######## block 1 ########
Block 1, signal wires by layer:
The bar under the picture is 20 um long.
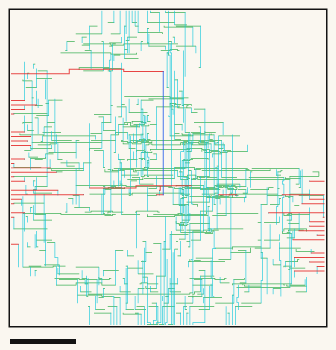

`src/rtl/msx_bus_access_pkg.sv`:
```
// Shared types for the MSX cartridge-bus transaction bridge.
package msx_bus_access_pkg;
  typedef enum logic [2:0] {ST_IDLE, ST_REQ, ST_DRIVE, ST_END, ST_DRAIN} state_t;
  localparam logic [7:0] TIMEOUT_FILL = 8'hFF;
endpackage

```
`src/rtl/msx_wait_timer.sv`:
```
// Saturating cycle counter with synchronous clear; DONE once MAX is reached.
module msx_wait_timer #(
  parameter int MAX = 64
) (
  input  logic i_clk,
  input  logic i_rst_n,
  input  logic i_clr,
  input  logic i_en,
  output logic o_done
);
  localparam int W = $clog2(MAX + 1);
  localparam logic [W-1:0] LIM = W'(MAX);

  logic [W-1:0] r_cnt;

  always_ff @(posedge i_clk or negedge i_rst_n) begin
    if (!i_rst_n)                 r_cnt <= '0;
    else if (i_clr)               r_cnt <= '0;
    else if (i_en && r_cnt != LIM) r_cnt <= r_cnt + 1'b1;
  end

  assign o_done = (r_cnt == LIM);
endmodule

```
`src/rtl/msx_bus_access.sv`:
```
// Turns filtered MSX bus strobes into one REQ/ACK transaction each, returns
// read data onto the bus and holds the Z80 in WAIT while a read is pending.
module msx_bus_access
  import msx_bus_access_pkg::*;
#(
  parameter logic [7:0] IO_BASE     = 8'h00,
  parameter logic [7:0] IO_MASK     = 8'h00,
  parameter int         TIMEOUT     = 64,
  parameter bit         ENABLE_WAIT = 1'b1
) (
  input  logic        i_clk,
  input  logic        i_rst_n,
  input  logic [15:0] i_addr,
  input  logic [7:0]  i_din,
  input  logic        i_sltsl_n,
  input  logic        i_merq_n,
  input  logic        i_iorq_n,
  input  logic        i_rd_n,
  input  logic        i_wr_n,
  input  logic        i_m1_n,
  input  logic        i_rfsh_n,
  output logic [7:0]  o_dout,
  output logic        o_busdir_n,
  output logic        o_wait_n,
  output logic        o_req,
  output logic        o_req_io,
  output logic        o_req_we,
  output logic [15:0] o_req_addr,
  output logic [7:0]  o_req_wdata,
  input  logic        i_ack,
  input  logic [7:0]  i_rdata,
  output logic        o_timeout_err
);
  state_t      r_state, w_next;
  logic        r_req, r_req_io, r_req_we, r_busdir_n, r_wait_n, r_tmo_err, r_orphan;
  logic [15:0] r_req_addr;
  logic [7:0]  r_req_wdata, r_dout;
  logic        w_strobe, w_mem, w_io, w_hit, w_ack, w_done, w_tmo;

  assign w_strobe = !i_rd_n || !i_wr_n;
  assign w_mem    = !i_sltsl_n && !i_merq_n && i_rfsh_n && w_strobe;
  // M1 low with IORQ is an interrupt acknowledge, never a port access
  assign w_io     = !i_iorq_n && i_m1_n && (IO_MASK != 8'h00) && w_strobe &&
                    ((i_addr[7:0] & IO_MASK) == (IO_BASE & IO_MASK));
  assign w_hit    = w_mem || w_io;
  assign w_ack    = i_ack && r_req;
  assign w_tmo    = (r_state == ST_REQ) && !r_req_we && !w_ack && w_done;

  msx_wait_timer #(.MAX(TIMEOUT)) u_timer (
    .i_clk  (i_clk),
    .i_rst_n(i_rst_n),
    .i_clr  (r_state == ST_IDLE),
    .i_en   ((r_state == ST_REQ) && !r_req_we),
    .o_done (w_done)
  );

  always_comb begin
    w_next = r_state;
    case (r_state)
      ST_IDLE:  if (w_hit) w_next = ST_REQ;
      ST_REQ: begin
        if (w_ack)      w_next = r_req_we ? ST_END : ST_DRIVE;
        else if (w_tmo) w_next = ST_DRIVE;
      end
      ST_DRIVE: if (i_rd_n) w_next = ST_END;
      ST_END:   if (i_rd_n && i_wr_n) w_next = (r_orphan && !w_ack) ? ST_DRAIN : ST_IDLE;
      ST_DRAIN: if (w_ack) w_next = ST_IDLE;
      default:  w_next = ST_IDLE;
    endcase
  end

  always_ff @(posedge i_clk or negedge i_rst_n) begin
    if (!i_rst_n) begin
      r_state     <= ST_IDLE;
      r_req       <= 1'b0;
      r_req_io    <= 1'b0;
      r_req_we    <= 1'b0;
      r_req_addr  <= '0;
      r_req_wdata <= '0;
      r_dout      <= TIMEOUT_FILL;
      r_busdir_n  <= 1'b1;
      r_wait_n    <= 1'b1;
      r_tmo_err   <= 1'b0;
      r_orphan    <= 1'b0;
    end else begin
      r_state   <= w_next;
      r_tmo_err <= 1'b0;
      case (r_state)
        ST_IDLE: if (w_hit) begin
          r_req       <= 1'b1;
          r_req_io    <= !w_mem;
          r_req_we    <= !i_wr_n;
          r_req_addr  <= i_addr;
          r_req_wdata <= i_din;
          r_wait_n    <= !(ENABLE_WAIT && i_wr_n);
        end
        ST_REQ: begin
          if (w_ack) begin
            r_req <= 1'b0;
            if (!r_req_we) begin
              r_dout     <= i_rdata;
              r_busdir_n <= 1'b0;
              r_wait_n   <= 1'b1;
            end
          end else if (w_tmo) begin
            // release the Z80 with filler data; REQ stays up until the late ACK
            r_dout     <= TIMEOUT_FILL;
            r_busdir_n <= 1'b0;
            r_wait_n   <= 1'b1;
            r_tmo_err  <= 1'b1;
            r_orphan   <= 1'b1;
          end
        end
        ST_DRIVE: begin
          if (i_rd_n) r_busdir_n <= 1'b1;
          if (w_ack) begin
            r_req    <= 1'b0;
            r_orphan <= 1'b0;
          end
        end
        default: if (w_ack) begin
          r_req    <= 1'b0;
          r_orphan <= 1'b0;
        end
      endcase
    end
  end

  assign o_req         = r_req;
  assign o_req_io      = r_req_io;
  assign o_req_we      = r_req_we;
  assign o_req_addr    = r_req_addr;
  assign o_req_wdata   = r_req_wdata;
  assign o_dout        = r_dout;
  assign o_busdir_n    = r_busdir_n;
  assign o_wait_n      = r_wait_n || i_rd_n;
  assign o_timeout_err = r_tmo_err;
endmodule
```
`config.mk`:
```
export PLATFORM = sky130hd
export DESIGN_NAME = msx_bus_access
export DESIGN_NICKNAME = d
export VERILOG_FILES = /design/src/rtl/msx_bus_access_pkg.sv /design/src/rtl/msx_wait_timer.sv /design/src/rtl/msx_bus_access.sv
export SDC_FILE = /design/constraint.sdc
export NUM_CORES = 1
export LEC_CHECK = 0
export CAP_MARGIN = 40
export CORE_MARGIN = 2
export CORE_UTILIZATION = 25
export CTS_BUF_LIST = sky130_fd_sc_hd__clkbuf_8
export CTS_CLUSTER_SIZE = 16
export DETAILED_ROUTE_END_ITERATION = 10
export PLACE_DENSITY = 0.57
export SLEW_MARGIN = 25
export SYNTH_ARGS = -nofsm -noshare
export SYNTH_HDL_FRONTEND = slang
export SYNTH_SLANG_ARGS = --single-unit
```
`constraint.sdc`:
```
create_clock -name i_clk -period 5 [get_ports i_clk]
set_input_delay 1 -clock i_clk [delete_from_list [all_inputs] [get_ports i_clk]]
set_output_delay 1 -clock i_clk [all_outputs]
set_load 0.01 [all_outputs]
```
######## block 2 ########
**src/rtl/ps2_pkg.sv**
```systemverilog
// Shared PS/2 mouse definitions: packet FSM states and byte0 bit layout.
package ps2_pkg;

  typedef enum logic [1:0] {
    B0 = 2'd0,
    B1 = 2'd1,
    B2 = 2'd2,
    B3 = 2'd3
  } ps2_state_t;

  // byte0 bit positions
  localparam int BTN_L  = 0;
  localparam int BTN_M  = 2;
  localparam int SYNC   = 3;
  localparam int X_SIGN = 4;
  localparam int Y_SIGN = 5;
  localparam int X_OVF  = 6;
  localparam int Y_OVF  = 7;

  // 9-bit signed axis movement; an overflowed axis is dropped entirely
  function automatic logic signed [8:0] ps2_delta(input logic sgn, input logic ovf,
                                                   input logic [7:0] mag);
    return ovf ? 9'sd0 : $signed({sgn, mag});
  endfunction

endpackage

```
**src/rtl/grid_axis.sv**
```systemverilog
// One cursor axis: tick accumulator with saturation, hysteresis stepping and edge handling.
module grid_axis #(
  parameter int LEN        = 128,
  parameter int PW         = 7,
  parameter int ACC_W      = 11,
  parameter int THRESHOLD  = 20,
  parameter int CELL_TICKS = 15,
  parameter int WRAP_EN    = 0,
  parameter int POS_DEC    = 0   // 1: positive ticks move toward lower cell index
) (
  input  logic                clk,
  input  logic                rst,
  input  logic                load,   // packet cycle: accumulate only, no step
  input  logic signed [9:0]   delta,
  output logic [PW-1:0]       pos,
  output logic                moved
);

  localparam int MAXV = 2**(ACC_W-1) - 1;
  localparam logic signed [ACC_W:0]   SMAX = (ACC_W+1)'(MAXV);
  localparam logic signed [ACC_W:0]   SMIN = (ACC_W+1)'(-MAXV);
  localparam logic signed [ACC_W-1:0] THR  = ACC_W'(THRESHOLD);
  localparam logic signed [ACC_W-1:0] NTHR = ACC_W'(-THRESHOLD);
  localparam logic signed [ACC_W-1:0] TICK = ACC_W'(CELL_TICKS);

  logic signed [ACC_W-1:0] acc, acc_nx;
  logic signed [ACC_W:0]   sum;
  logic [PW-1:0]           pos_nx;
  logic                    mv, up, dn, inc, dec, at_hi, at_lo;

  assign sum   = {acc[ACC_W-1], acc} + {{(ACC_W-9){delta[9]}}, delta};
  assign up    = acc >= THR;
  assign dn    = acc <= NTHR;
  assign inc   = (POS_DEC != 0) ? dn : up;
  assign dec   = (POS_DEC != 0) ? up : dn;
  assign at_hi = pos == PW'(LEN-1);
  assign at_lo = pos == '0;

  // accumulate on packets, otherwise drain one cell step; edges clamp or wrap
  always_comb begin
    acc_nx = acc;
    pos_nx = pos;
    mv     = 1'b0;
    if (load) begin
      if (sum > SMAX)      acc_nx = SMAX[ACC_W-1:0];
      else if (sum < SMIN) acc_nx = SMIN[ACC_W-1:0];
      else                 acc_nx = sum[ACC_W-1:0];
    end else begin
      if (up)      acc_nx = acc - TICK;
      else if (dn) acc_nx = acc + TICK;
      if (inc) begin
        if (!at_hi)            begin pos_nx = pos + PW'(1); mv = 1'b1; end
        else if (WRAP_EN != 0) begin pos_nx = '0;           mv = 1'b1; end
      end else if (dec) begin
        if (!at_lo)            begin pos_nx = pos - PW'(1);   mv = 1'b1; end
        else if (WRAP_EN != 0) begin pos_nx = PW'(LEN-1);     mv = 1'b1; end
      end
    end
  end

  // axis state registers
  always_ff @(posedge clk or posedge rst) begin
    if (rst) begin
      acc   <= '0;
      pos   <= '0;
      moved <= 1'b0;
    end else begin
      acc   <= acc_nx;
      pos   <= pos_nx;
      moved <= mv;
    end
  end

endmodule

```
**src/rtl/ps2_grid_cursor.sv**
```systemverilog
// PS/2 mouse packet decoder driving a grid cursor with per-axis tick accumulation.
module ps2_grid_cursor
  import ps2_pkg::*;
#(
  parameter int GRID_W      = 128,
  parameter int GRID_H      = 96,
  parameter int CELL_TICKS  = 15,
  parameter int HYSTERESIS  = 5,
  parameter int WHEEL_EN    = 0,
  parameter int WRAP_EN     = 0,
  parameter int TIMEOUT_CYC = 50000,
  localparam int XW = $clog2(GRID_W),
  localparam int YW = $clog2(GRID_H)
) (
  input  logic          CLOCK_50,
  input  logic          reset,
  input  logic [7:0]    rx_data,
  input  logic          rx_valid,
  input  logic          rx_err,
  input  logic          invert_y,
  output logic [XW-1:0] cell_x,
  output logic [YW-1:0] cell_y,
  output logic [2:0]    buttons,
  output logic [3:0]    wheel,
  output logic          pkt_valid,
  output logic          move_valid,
  output logic          sync_err
);

  localparam int THRESHOLD = CELL_TICKS + HYSTERESIS;
  localparam int ACC_W     = $clog2(THRESHOLD + 512) + 1;
  localparam int TW        = $clog2(TIMEOUT_CYC + 1) + 1;

  ps2_state_t state, state_nx;
  logic [TW-1:0]   tmo;
  logic            tmo_exp, abort_c;
  logic            cap0, cap1, cap2, cap3, done, drop, abort;
  logic [2:0]      btn_q;
  logic            xs_q, ys_q, xo_q, yo_q;
  logic [7:0]      b1_q, b2_q;
  logic [3:0]      b3_q;
  logic signed [8:0] dx, dy;
  logic signed [9:0] dx_w, dy_w;
  logic            mv_x, mv_y;

  assign tmo_exp = !rx_valid && (tmo == TW'(TIMEOUT_CYC));
  assign abort_c = rx_err || tmo_exp;

  // packet state register
  always_ff @(posedge CLOCK_50 or posedge reset) begin
    if (reset) state <= B0;
    else       state <= state_nx;
  end

  // byte sequencing: sync check on byte0, abort on error/timeout mid-packet
  always_comb begin
    state_nx = state;
    cap0 = 1'b0; cap1 = 1'b0; cap2 = 1'b0; cap3 = 1'b0;
    done = 1'b0; drop = 1'b0; abort = 1'b0;
    case (state)
      B0: if (rx_valid) begin
        if (rx_data[SYNC]) begin cap0 = 1'b1; state_nx = B1; end
        else drop = 1'b1;
      end
      B1: if (abort_c) begin abort = 1'b1; state_nx = B0; end
          else if (rx_valid) begin cap1 = 1'b1; state_nx = B2; end
      B2: if (abort_c) begin abort = 1'b1; state_nx = B0; end
          else if (rx_valid) begin
            cap2 = 1'b1;
            if (WHEEL_EN != 0) state_nx = B3;
            else begin done = 1'b1; state_nx = B0; end
          end
      B3: if (abort_c) begin abort = 1'b1; state_nx = B0; end
          else if (rx_valid) begin cap3 = 1'b1; done = 1'b1; state_nx = B0; end
      default: state_nx = B0;
    endcase
  end

  // inter-byte gap counter, only meaningful while a packet is open
  always_ff @(posedge CLOCK_50 or posedge reset) begin
    if (reset)                        tmo <= '0;
    else if (state == B0 || rx_valid) tmo <= '0;
    else if (!tmo_exp)                tmo <= tmo + TW'(1);
  end

  // packet byte capture
  always_ff @(posedge CLOCK_50 or posedge reset) begin
    if (reset) begin
      btn_q <= '0; xs_q <= 1'b0; ys_q <= 1'b0; xo_q <= 1'b0; yo_q <= 1'b0;
      b1_q  <= '0; b2_q <= '0;   b3_q <= '0;
    end else begin
      if (cap0) begin
        btn_q <= rx_data[BTN_M:BTN_L];
        xs_q  <= rx_data[X_SIGN];
        ys_q  <= rx_data[Y_SIGN];
        xo_q  <= rx_data[X_OVF];
        yo_q  <= rx_data[Y_OVF];
      end
      if (cap1) b1_q <= rx_data;
      if (cap2) b2_q <= rx_data;
      if (cap3) b3_q <= rx_data[3:0];
    end
  end

  // strobes and per-packet outputs; outputs latch in the pkt_valid cycle
  always_ff @(posedge CLOCK_50 or posedge reset) begin
    if (reset) begin
      pkt_valid <= 1'b0;
      sync_err  <= 1'b0;
      buttons   <= '0;
      wheel     <= '0;
    end else begin
      pkt_valid <= done;
      sync_err  <= drop | abort;
      if (pkt_valid) begin
        buttons <= btn_q;
        wheel   <= (WHEEL_EN != 0) ? b3_q : 4'd0;
      end
    end
  end

  assign dx   = ps2_delta(xs_q, xo_q, b1_q);
  assign dy   = ps2_delta(ys_q, yo_q, b2_q);
  assign dx_w = {dx[8], dx};
  assign dy_w = invert_y ? -{dy[8], dy} : {dy[8], dy};

  grid_axis #(
    .LEN(GRID_W), .PW(XW), .ACC_W(ACC_W), .THRESHOLD(THRESHOLD),
    .CELL_TICKS(CELL_TICKS), .WRAP_EN(WRAP_EN), .POS_DEC(0)
  ) u_ax_x (
    .clk(CLOCK_50), .rst(reset), .load(pkt_valid), .delta(dx_w),
    .pos(cell_x), .moved(mv_x)
  );

  // screen Y grows downward, so positive mouse Y moves toward row 0
  grid_axis #(
    .LEN(GRID_H), .PW(YW), .ACC_W(ACC_W), .THRESHOLD(THRESHOLD),
    .CELL_TICKS(CELL_TICKS), .WRAP_EN(WRAP_EN), .POS_DEC(1)
  ) u_ax_y (
    .clk(CLOCK_50), .rst(reset), .load(pkt_valid), .delta(dy_w),
    .pos(cell_y), .moved(mv_y)
  );

  assign move_valid = mv_x | mv_y;

endmodule

```
**config.mk**
```make
export PLATFORM = sky130hd
export DESIGN_NAME = ps2_grid_cursor
export DESIGN_NICKNAME = d
export VERILOG_FILES = /design/src/rtl/ps2_pkg.sv /design/src/rtl/grid_axis.sv /design/src/rtl/ps2_grid_cursor.sv
export SDC_FILE = /design/constraint.sdc
export NUM_CORES = 1
export LEC_CHECK = 0
export CELL_PAD_IN_SITES_DETAIL_PLACEMENT = 0
export CELL_PAD_IN_SITES_GLOBAL_PLACEMENT = 1
export CORE_MARGIN = 1
export CORE_UTILIZATION = 45
export DETAILED_ROUTE_END_ITERATION = 12
export PLACE_DENSITY_LB_ADDON = 0.1
export SKIP_CTS_REPAIR_TIMING = 1
export SLEW_MARGIN = 20
export SYNTH_ARGS = -nofsm -noshare
export SYNTH_HDL_FRONTEND = slang
export SYNTH_HIERARCHICAL = 1
export SYNTH_SLANG_ARGS = --single-unit
```
**constraint.sdc**
```tcl
create_clock -name CLOCK_50 -period 4.2 [get_ports CLOCK_50]
set_clock_uncertainty 0.15 [all_clocks]
set_input_delay 0.63 -clock CLOCK_50 [delete_from_list [all_inputs] [get_ports CLOCK_50]]
set_output_delay 0.63 -clock CLOCK_50 [all_outputs]
set_load 0.02 [all_outputs]
```
######## block 3 ########
## config.mk

```make
export PLATFORM = sky130hd
export DESIGN_NAME = avr_cpu_multiplier_flat
export DESIGN_NICKNAME = d
export VERILOG_FILES = /design/src/rtl/avr_cpu_pkg.sv /design/src/rtl/avr_cpu_multiplier_if.sv /design/src/rtl/avr_cpu_mul_core.sv /design/src/rtl/avr_cpu_multiplier.sv /design/src/flat_wrapper.sv
export SDC_FILE = /design/constraint.sdc
export NUM_CORES = 1
export LEC_CHECK = 0
export CAP_MARGIN = 20
export CELL_PAD_IN_SITES_DETAIL_PLACEMENT = 1
export CELL_PAD_IN_SITES_GLOBAL_PLACEMENT = 2
export CORE_UTILIZATION = 23
export CTS_BUF_LIST = sky130_fd_sc_hd__clkbuf_16
export CTS_CLUSTER_DIAMETER = 120
export DETAILED_ROUTE_END_ITERATION = 6
export PLACE_DENSITY = 0.62
export SYNTH_ARGS = -nofsm -noshare
export SYNTH_HDL_FRONTEND = slang
export SYNTH_HIERARCHICAL = 1
export SYNTH_SLANG_ARGS = --single-unit
```

## constraint.sdc

```tcl
create_clock -name clk -period 10.75 [get_ports clk]
set_input_delay 2.15 -clock clk [delete_from_list [all_inputs] [get_ports clk]]
set_output_delay 2.15 -clock clk [all_outputs]
set_load 0.005 [all_outputs]
```

## src/rtl/avr_cpu_pkg.sv

```systemverilog
// Shared constants for the AVR multiply unit:
// opcode encodings, FSM state codes, R0/R1 addresses.
package avr_cpu_pkg;

  typedef enum logic [2:0] {
    OP_MUL    = 3'd0,
    OP_MULS   = 3'd1,
    OP_MULSU  = 3'd2,
    OP_FMUL   = 3'd3,
    OP_FMULS  = 3'd4,
    OP_FMULSU = 3'd5
  } mul_op_e;

  localparam logic [1:0] ST_IDLE  = 2'd0;
  localparam logic [1:0] ST_WR_LO = 2'd1;
  localparam logic [1:0] ST_WR_HI = 2'd2;

  localparam logic [4:0] ADDR_R0 = 5'd0;
  localparam logic [4:0] ADDR_R1 = 5'd1;

endpackage

```

## src/rtl/avr_cpu_multiplier_if.sv

```systemverilog
// Multiply-unit bus: start/op/operands in,
// register-file write port and status flags out.
interface avr_cpu_multiplier_if;
  logic       start;
  logic [2:0] mul_op;
  logic [7:0] rd_val;
  logic [7:0] rr_val;
  logic       busy;
  logic       wr_en;
  logic [4:0] wr_addr;
  logic [7:0] wr_data;
  logic       flags_valid;
  logic       flag_c;
  logic       flag_z;

  modport master (
    output start, mul_op, rd_val, rr_val,
    input  busy, wr_en, wr_addr, wr_data,
    input  flags_valid, flag_c, flag_z
  );

  modport slave (
    input  start, mul_op, rd_val, rr_val,
    output busy, wr_en, wr_addr, wr_data,
    output flags_valid, flag_c, flag_z
  );
endinterface

```

## src/rtl/avr_cpu_mul_core.sv

```systemverilog
// Combinational AVR multiply datapath.
// in: mul_op, rd_val, rr_val; out: result, c, z.
module avr_cpu_mul_core
  import avr_cpu_pkg::*;
(
  input  logic [2:0]  mul_op_i,
  input  logic [7:0]  rd_val_i,
  input  logic [7:0]  rr_val_i,
  output logic [15:0] result_o,
  output logic        c_o,
  output logic        z_o
);

  logic        sd, sr, frac;
  logic [15:0] a, b, p;

  always_comb begin
    sd   = 1'b0;
    sr   = 1'b0;
    frac = 1'b0;
    case (mul_op_i)
      OP_MULS:   begin sd = 1'b1; sr = 1'b1; end
      OP_MULSU:  sd = 1'b1;
      OP_FMUL:   frac = 1'b1;
      OP_FMULS:  begin frac = 1'b1; sd = 1'b1; sr = 1'b1; end
      OP_FMULSU: begin frac = 1'b1; sd = 1'b1; end
      default:   ;
    endcase
  end

  // Extending to 16 bits and keeping the low 16 bits of
  // the product equals the low half of a 9x9 signed multiply.
  assign a = {{8{sd & rd_val_i[7]}}, rd_val_i};
  assign b = {{8{sr & rr_val_i[7]}}, rr_val_i};
  assign p = a * b;

  assign result_o = frac ? {p[14:0], 1'b0} : p;
  assign c_o      = p[15];
  assign z_o      = (result_o == 16'h0000);

endmodule

```

## src/rtl/avr_cpu_multiplier.sv

```systemverilog
// Two-cycle AVR multiplier: captures product at start,
// writes R0 then R1, strobes C/Z on the final cycle.
module avr_cpu_multiplier
  import avr_cpu_pkg::*;
(
  input  logic clk,
  input  logic rst,
  avr_cpu_multiplier_if.slave bus
);

  logic [1:0]  state_q, state_d;
  logic [15:0] prod_q, prod_d;
  logic        c_q, c_d;
  logic        z_q, z_d;
  logic [15:0] res;
  logic        res_c, res_z;
  logic        in_lo, in_hi;

  avr_cpu_mul_core u_core (
    .mul_op_i (bus.mul_op),
    .rd_val_i (bus.rd_val),
    .rr_val_i (bus.rr_val),
    .result_o (res),
    .c_o      (res_c),
    .z_o      (res_z)
  );

  always_comb begin
    state_d = ST_IDLE;
    prod_d  = prod_q;
    c_d     = c_q;
    z_d     = z_q;
    case (state_q)
      ST_IDLE: begin
        if (bus.start) begin
          state_d = ST_WR_LO;
          prod_d  = res;
          c_d     = res_c;
          z_d     = res_z;
        end
      end
      ST_WR_LO: state_d = ST_WR_HI;
      default:  state_d = ST_IDLE;
    endcase
  end

  always_ff @(posedge clk) begin
    if (rst) begin
      state_q <= ST_IDLE;
      prod_q  <= 16'h0000;
      c_q     <= 1'b0;
      z_q     <= 1'b0;
    end else begin
      state_q <= state_d;
      prod_q  <= prod_d;
      c_q     <= c_d;
      z_q     <= z_d;
    end
  end

  assign in_lo = (state_q == ST_WR_LO);
  assign in_hi = (state_q == ST_WR_HI);

  assign bus.busy        = in_lo | in_hi;
  assign bus.wr_en       = in_lo | in_hi;
  assign bus.wr_addr     = in_hi ? ADDR_R1 : ADDR_R0;
  assign bus.wr_data     = in_lo ? prod_q[7:0]
                         : in_hi ? prod_q[15:8]
                         : 8'h00;
  assign bus.flags_valid = in_hi;
  assign bus.flag_c      = c_q;
  assign bus.flag_z      = z_q;

endmodule

```

## src/flat_wrapper.sv

```systemverilog
// flat-port wrapper written by rule: the top's interface ports become plain ports
module avr_cpu_multiplier_flat import avr_cpu_pkg::*;
  (clk, rst, bus_start, bus_mul_op, bus_rd_val, bus_rr_val, bus_busy, bus_wr_en, bus_wr_addr, bus_wr_data, bus_flags_valid, bus_flag_c, bus_flag_z);
  avr_cpu_multiplier_if bus_i ();
  input  logic clk;
  input  logic rst;
  input wire logic [$bits(bus_i.start)-1:0] bus_start;
  input wire logic [$bits(bus_i.mul_op)-1:0] bus_mul_op;
  input wire logic [$bits(bus_i.rd_val)-1:0] bus_rd_val;
  input wire logic [$bits(bus_i.rr_val)-1:0] bus_rr_val;
  output wire logic [$bits(bus_i.busy)-1:0] bus_busy;
  output wire logic [$bits(bus_i.wr_en)-1:0] bus_wr_en;
  output wire logic [$bits(bus_i.wr_addr)-1:0] bus_wr_addr;
  output wire logic [$bits(bus_i.wr_data)-1:0] bus_wr_data;
  output wire logic [$bits(bus_i.flags_valid)-1:0] bus_flags_valid;
  output wire logic [$bits(bus_i.flag_c)-1:0] bus_flag_c;
  output wire logic [$bits(bus_i.flag_z)-1:0] bus_flag_z;
  assign bus_i.start = bus_start;
  assign bus_i.mul_op = bus_mul_op;
  assign bus_i.rd_val = bus_rd_val;
  assign bus_i.rr_val = bus_rr_val;
  assign bus_busy = bus_i.busy;
  assign bus_wr_en = bus_i.wr_en;
  assign bus_wr_addr = bus_i.wr_addr;
  assign bus_wr_data = bus_i.wr_data;
  assign bus_flags_valid = bus_i.flags_valid;
  assign bus_flag_c = bus_i.flag_c;
  assign bus_flag_z = bus_i.flag_z;
  avr_cpu_multiplier u_core (.clk(clk), .rst(rst), .bus(bus_i));
endmodule
```

######## block 4 ########
$ cat src/rtl/clint_pkg.sv
// Shared constants and types for the core-local interruptor.
// Offsets are byte offsets into the 64 KiB register window.
package clint_pkg;

    localparam logic [15:0] MSIP_OFF        = 16'h0000;
    localparam logic [15:0] MTIMECMP_LO_OFF = 16'h4000;
    localparam logic [15:0] MTIMECMP_HI_OFF = 16'h4004;
    localparam logic [15:0] MTIME_LO_OFF    = 16'hBFF8;
    localparam logic [15:0] MTIME_HI_OFF    = 16'hBFFC;

    typedef enum logic {
        IDLE = 1'b0,
        RESP = 1'b1
    } clint_state_t;

    // Word-granular match: the two byte-select bits take no part in decode.
    function automatic logic word_match(input logic [13:0] word_addr, input logic [15:0] off);
        return word_addr == off[15:2];
    endfunction

endpackage

$ cat src/rtl/mtime_counter.sv
// Prescaled 64-bit mtime counter with per-half software writes.
// A write on a tick edge wins over the increment; the prescaler keeps running.
module mtime_counter #(
    parameter int unsigned DIVIDER = 1
) (
    input  logic        clk,
    input  logic        reset_n,
    input  logic        write_lo,
    input  logic        write_hi,
    input  logic [31:0] wdata,
    output logic [63:0] mtime
);

    localparam logic [15:0] PreMax = 16'(DIVIDER - 1);

    logic [15:0] pre_q, pre_d;
    logic [63:0] mtime_q, mtime_d;
    logic        tick;

    always_comb begin
        tick    = (pre_q == PreMax);
        pre_d   = tick ? 16'd0 : pre_q + 16'd1;
        mtime_d = mtime_q;
        if (write_lo) begin
            mtime_d = {mtime_q[63:32], wdata};
        end else if (write_hi) begin
            mtime_d = {wdata, mtime_q[31:0]};
        end else if (tick) begin
            mtime_d = mtime_q + 64'd1;
        end
    end

    always_ff @(posedge clk or negedge reset_n) begin
        if (!reset_n) begin
            pre_q   <= 16'd0;
            mtime_q <= 64'd0;
        end else begin
            pre_q   <= pre_d;
            mtime_q <= mtime_d;
        end
    end

    assign mtime = mtime_q;

endmodule

$ cat src/rtl/clint.sv
// Core-local interruptor: mtime/mtimecmp/msip behind a single-outstanding
// valid/ready register port, driving the core's timer and software interrupts.
module clint
    import clint_pkg::*;
#(
    parameter int unsigned DIVIDER = 1
) (
    input  logic        clk,
    input  logic        reset_n,
    input  logic        req_valid,
    output logic        req_ready,
    input  logic        req_write,
    input  logic [15:0] req_addr,
    input  logic [31:0] req_wdata,
    output logic        resp_valid,
    input  logic        resp_ready,
    output logic [31:0] resp_rdata,
    output logic        software_interrupt,
    output logic        timer_interrupt
);

    clint_state_t state_q, state_d;
    logic [31:0]  rdata_q, rdata_d;
    logic [63:0]  mtimecmp_q, mtimecmp_d;
    logic         msip_q, msip_d;
    logic         tint_q, tint_d;

    logic [63:0]  mtime;
    logic [13:0]  word_addr;
    logic         accept;
    logic         wr;
    logic [31:0]  rd_mux;
    logic         unused_addr;

    assign word_addr   = req_addr[15:2];
    assign unused_addr = ^req_addr[1:0];
    assign accept      = (state_q == IDLE) && req_valid;
    assign wr          = accept && req_write;

    mtime_counter #(
        .DIVIDER (DIVIDER)
    ) u_mtime_counter (
        .clk      (clk),
        .reset_n  (reset_n),
        .write_lo (wr && word_match(word_addr, MTIME_LO_OFF)),
        .write_hi (wr && word_match(word_addr, MTIME_HI_OFF)),
        .wdata    (req_wdata),
        .mtime    (mtime)
    );

    // Read data reflects register state before this edge's updates.
    always_comb begin
        rd_mux = 32'd0;
        if (word_match(word_addr, MSIP_OFF)) begin
            rd_mux = {31'd0, msip_q};
        end else if (word_match(word_addr, MTIMECMP_LO_OFF)) begin
            rd_mux = mtimecmp_q[31:0];
        end else if (word_match(word_addr, MTIMECMP_HI_OFF)) begin
            rd_mux = mtimecmp_q[63:32];
        end else if (word_match(word_addr, MTIME_LO_OFF)) begin
            rd_mux = mtime[31:0];
        end else if (word_match(word_addr, MTIME_HI_OFF)) begin
            rd_mux = mtime[63:32];
        end
    end

    always_comb begin
        state_d    = state_q;
        rdata_d    = rdata_q;
        msip_d     = msip_q;
        mtimecmp_d = mtimecmp_q;
        tint_d     = (mtime >= mtimecmp_q);

        unique case (state_q)
            IDLE: begin
                if (req_valid) begin
                    state_d = RESP;
                    rdata_d = req_write ? 32'd0 : rd_mux;
                end
            end
            RESP: begin
                if (resp_ready) begin
                    state_d = IDLE;
                end
            end
            default: state_d = IDLE;
        endcase

        if (wr) begin
            if (word_match(word_addr, MSIP_OFF)) begin
                msip_d = req_wdata[0];
            end
            if (word_match(word_addr, MTIMECMP_LO_OFF)) begin
                mtimecmp_d[31:0] = req_wdata;
            end
            if (word_match(word_addr, MTIMECMP_HI_OFF)) begin
                mtimecmp_d[63:32] = req_wdata;
            end
        end
    end

    always_ff @(posedge clk or negedge reset_n) begin
        if (!reset_n) begin
            state_q    <= IDLE;
            rdata_q    <= 32'd0;
            msip_q     <= 1'b0;
            mtimecmp_q <= 64'hFFFF_FFFF_FFFF_FFFF;
            tint_q     <= 1'b0;
        end else begin
            state_q    <= state_d;
            rdata_q    <= rdata_d;
            msip_q     <= msip_d;
            mtimecmp_q <= mtimecmp_d;
            tint_q     <= tint_d;
        end
    end

    assign req_ready          = (state_q == IDLE);
    assign resp_valid         = (state_q == RESP);
    assign resp_rdata         = rdata_q;
    assign software_interrupt = msip_q;
    assign timer_interrupt    = tint_q;

endmodule
$ cat config.mk
export PLATFORM = sky130hd
export DESIGN_NAME = clint
export DESIGN_NICKNAME = d
export VERILOG_FILES = /design/src/rtl/clint_pkg.sv /design/src/rtl/mtime_counter.sv /design/src/rtl/clint.sv
export SDC_FILE = /design/constraint.sdc
export NUM_CORES = 1
export LEC_CHECK = 0
export CAP_MARGIN = 20
export CORE_ASPECT_RATIO = 0.5
export CORE_MARGIN = 4
export CORE_UTILIZATION = 48
export CTS_BUF_LIST = sky130_fd_sc_hd__clkbuf_8
export CTS_CLUSTER_DIAMETER = 50
export DETAILED_ROUTE_END_ITERATION = 16
export PLACE_DENSITY = 0.7
export SKIP_LAST_GASP = 1
export SYNTH_ARGS = -nofsm -noshare
export SYNTH_HDL_FRONTEND = slang
export SYNTH_HIERARCHICAL = 1
export SYNTH_SLANG_ARGS = --single-unit
$ cat constraint.sdc
create_clock -name clk -period 2.4 [get_ports clk]
set_input_delay 0.36 -clock clk [delete_from_list [all_inputs] [get_ports clk]]
set_output_delay 0.36 -clock clk [all_outputs]
set_load 0.01 [all_outputs]
Block 3, clock network drawn from the DEF:
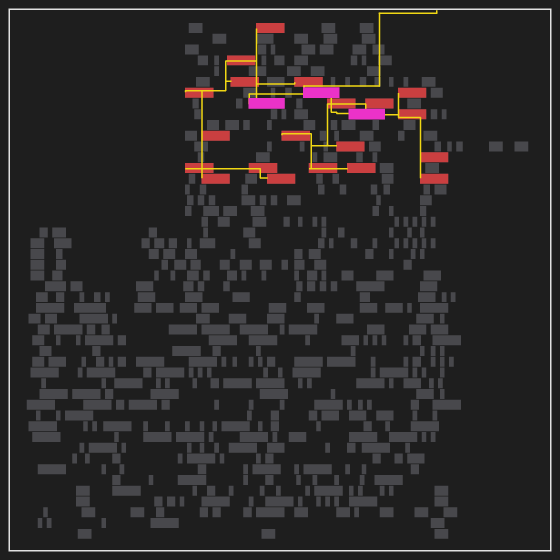
legend:
  cells driving clock nets:
    color: magenta
    count: 3
  clock wires:
    color: yellow
    length: 280 um
  flip-flops:
    color: red
    count: 20
routed clock nets: 4
flops lie: top middle
Clock Skew: 0.00172 ns
clk latency late pin: 0.25 ns

==> CHANGELOG.md, block 3 <==
### Changed

* Status: finished, final reports clean
* Filler instances at 2,042
* DR vias/cell at approximately 4.4
* Synthesized area at 4160 um2
* Most frequent cells in the layout: inv_1, nand2_1, fa_1, ha_1, clkdlybuf4s50_1
* Largest net degree at the start of global routing at 38
* Async SR Flop Fraction at 0%
* Mean Syn Cell Area at 8.44 um2
* Yosys stat chip area at 4160 um2
* Remaining antenna violation count after routing at 0
* Pwr per Cell Area at 195 nW/um2
* Worst path cell trace: clkdlybuf4s50_1, xnor2_1, nor2_1, nand2_1, or2_2, fa_1, fa_1, inv_1, fa_1, fa_1, inv_1, fa_1, inv_1, ha_1, a21o_1, a21oi_1, nand2_1, or4_1, o311ai_0, o2111a_1, nand3_1, a21oi_1
* Final worst-path cycle share at 74.8%
* CTS tree: built
* Yosys aoi share at between 10% and 20%
* Critical path arrival at 8.21 ns
* Final hold viol count at 0
* GRT Resource Usage Total at 11.9%
* Die width at 136 um
* Max Cap Viol at 0
* Startpoint Class: primary input
* Post-CTS Setup Inserts at 0
* Core ar. at 17,500 um2
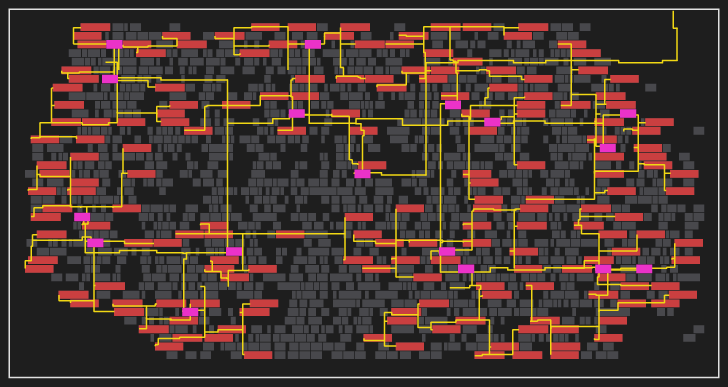
Block 4: clock network drawn from the DEF
legend:
  clock wires:
    color: yellow
    length: 2,440 um
  cells driving clock nets:
    color: magenta
    count: 17
  flip-flops:
    color: red
    count: 179
flops lie: widely spread
routed clock nets: 18
clk latency late pin: 0.51 ns
Clock Skew: 0.0155 ns
Clock net power: 2.15 mW
Clk network pwr share: 36.8%

Block 4, placement by cell class:
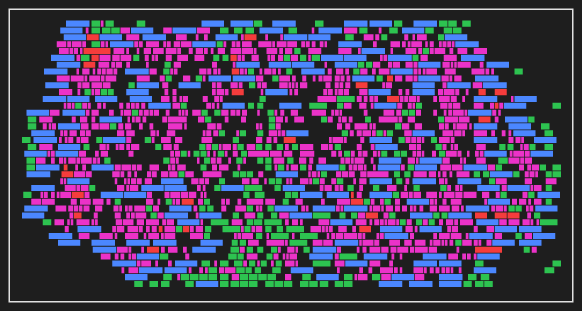
legend:
  other buffers and delay cells:
    color: green
    cells: 285
    share_of_their_area: 18%
  clock drivers and dummy loads:
    color: red
    cells: 32
    share_of_their_area: 2.8%
  all other logic:
    color: magenta
    cells: 942
    share_of_their_area: 47%
  flip-flops:
    color: blue
    cells: 179
    share_of_their_area: 32%
Post-Route Utilization: 63.4%
Core ar.: 22,800 um2
# rows: 39
sequential cell area share: 31.6%

==> CHANGELOG.md, block 4 <==
### Changed

* Status: finished with violations
* Failing checks: negative setup slack
* Synth cell types at between 60 and 70
* Seq cells at roughly 180
* Most frequent cell after synthesis: nand2_1
* Die width at around 220 um
* Final worst-path cycle share at 103%
* Post-CTS Setup Inserts at 3
* Seq share, synth at 41.0%
* Pwr Total at 5.83 mW
* PnR worst setup slack at -0.0742 ns
* Vias in the first global route at approximately 11,000
* Slew @ Worst Pin at a little under 0.6 ns
* DR iter-0 viols at 1,136
* Main area contributors: dfrtp_1, dfstp_2, ha_1, nand2_1, mux2_4
* CP required at 2.79 ns
* Yosys aoi share at 16.8%
* M1 WL at 16,900 um
* Ys flops at 179
* Fin crit period at about 2.5 ns
* I/O pins at 89
* Setup_tns at -0.176 ns
* Area after DPL at between 10,000 and 15,000 um2
* Clock root buffer: clkbuf_8
* Yosys stat chip area at 11,100 um2
* Clock network share of area at 2.76%
* Setup violators final at 7
* Largest net degree at the start of global routing at around 70
* Critical path class: flop to flop
* Leakage power at around 6.2 nW
* Synthesis-to-finish area growth at 30.0%
* Seq pwr at 3.09 mW
* Unrepaired setup endpoints after global routing: true
* Buf/Inv on CP at 1
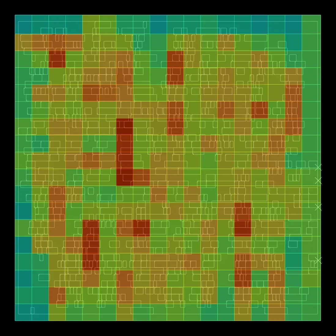
Block 2: congestion heat map
grt met2 use: 32.1%
GR Util met3: 4.07%
GR Util met1: 31.5%
wire per inst: 16.6 um
Post-Route Utilization: 51.7%

Block 2, placement by cell class:
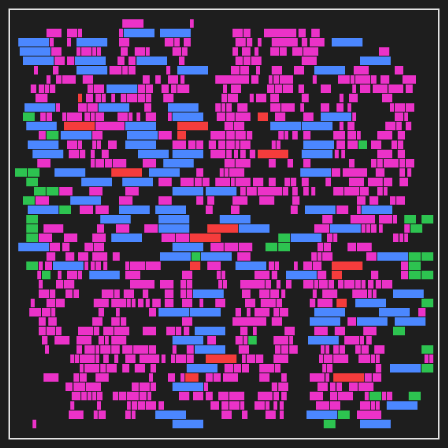
legend:
  flip-flops:
    color: blue
    cells: 85
    share_of_their_area: 29%
  clock drivers and dummy loads:
    color: red
    cells: 16
    share_of_their_area: 3.9%
  other buffers and delay cells:
    color: green
    cells: 36
    share_of_their_area: 4.8%
  all other logic:
    color: magenta
    cells: 631
    share_of_their_area: 62%
sequential cell area share: 28.1%
# rows: 44
Core ar.: 14,600 um2
post-route cell area: 7570 um2

==> CHANGELOG.md, block 2 <==
### Changed

* Worst hold slack at 0.354 ns
* DR DRC count at 8
* Clock network share of area at approximately 3.7%
* Clock net power at 0.766 mW
* Top flop regs: tmo: 17 flops, u_ax_x/acc: 11 flops, u_ax_y/acc: 11 flops
* Crit-path max FO at 12
* GRT overflow at 0
* Leading cell kind: multi-input combinational cells
* Setup crit end kind: flop
* Seq share, synth at a little under a third
* Failing checks: design-rule violations
* M1 WL at 8220 um
* Biggest register: tmo
* Mean Syn Cell Area at 9.28 um2
* Worst path cell trace: nand2b_1, ha_1, nor2_2, nor2b_1, nor3_1, ha_1, a2111oi_0, o21ai_0, a21boi_2, xnor2_1, a41oi_2, mux2_2, a31oi_1
* Setup_tns at 0 ns
* Setup violators final at 0
* Clk network pwr share at 11.9%
* Status: finished with violations
* # Cells Yosys at approximately 730
Block 1, placement by cell class:
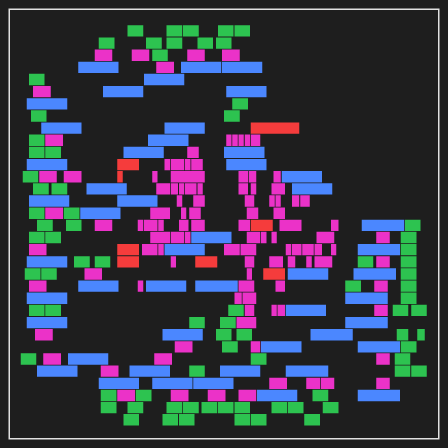
legend:
  clock drivers and dummy loads:
    color: red
    cells: 8
    share_of_their_area: 3.9%
  other buffers and delay cells:
    color: green
    cells: 78
    share_of_their_area: 26%
  all other logic:
    color: magenta
    cells: 108
    share_of_their_area: 28%
  flip-flops:
    color: blue
    cells: 49
    share_of_their_area: 42%
Post-Route Utilization: 37.9%
Core ar.: 8180 um2

## Picture notes: 'signal wires by layer' of block 1
legend:
  met1:
    color: green
    wire_length: 1,990 um
  met4:
    color: blue
    wire_length: 37.4 um
  met2:
    color: cyan
    wire_length: 2,230 um
  met3:
    color: red
    wire_length: 307 um
GRT Resource Usage Total: 10.3%
DRT Wirelength: 4560 um

==> CHANGELOG.md, block 1 <==
### Changed

* Leakage power at roughly 1.3 nW
* Clock Skew at 0.00615 ns
* Status: finished, final reports clean
* Final GP Congestion at 0.719
* Hold Path Sink: o_busdir_n
* Post-CTS Setup Inserts at 0
* Setup_tns at 0 ns
* Final hold viol count at 0
* Hold depth at 2
* Net Switching at 0.507 mW
* Chip height at 95.8 um
* Met3 routed WL at roughly 300 um
* Top area contributor share at between 40% and 50%
* Clock net power at 0.292 mW
* Non-Filler Instances at 348
* Area after DPL at 2980 um2
* MI comb cells at about 100
* Grt met2 use at 17.2%
* Synth cell types at 45
* GRT overflow at 0
* Worst R2R Setup Slack at between 2 and 3 ns

## Gallery

Signal wires by layer.
The bar under the picture is 50 um long.
Plate I
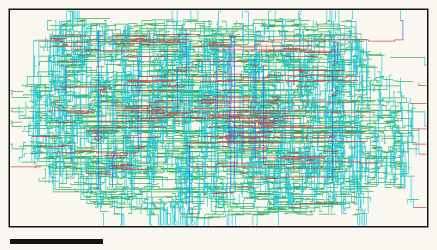
Plate II
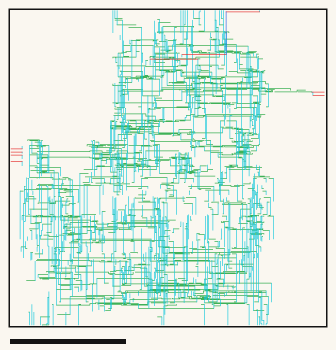
Plate III
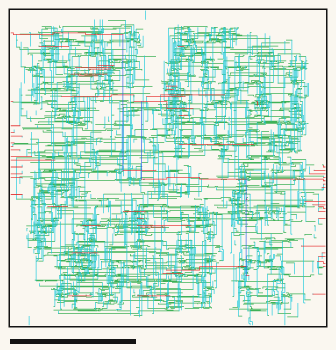
Plate III -> block 2
Plate II -> block 3
Plate I -> block 4



==> screenshots <==
Congestion heat map.
panel A
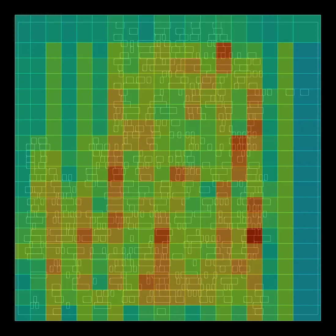
panel B
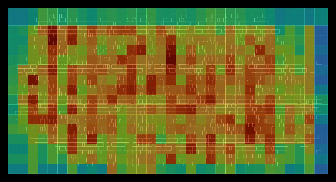
panel C
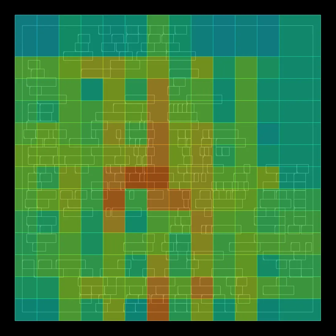
The one with the most wire per cell is panel B.
The one with the lowest utilization is panel A.
Panel C comes from block 1.
Panel A comes from block 3.
Panel B comes from block 4.

Power is estimated from default activity; no workload was simulated.
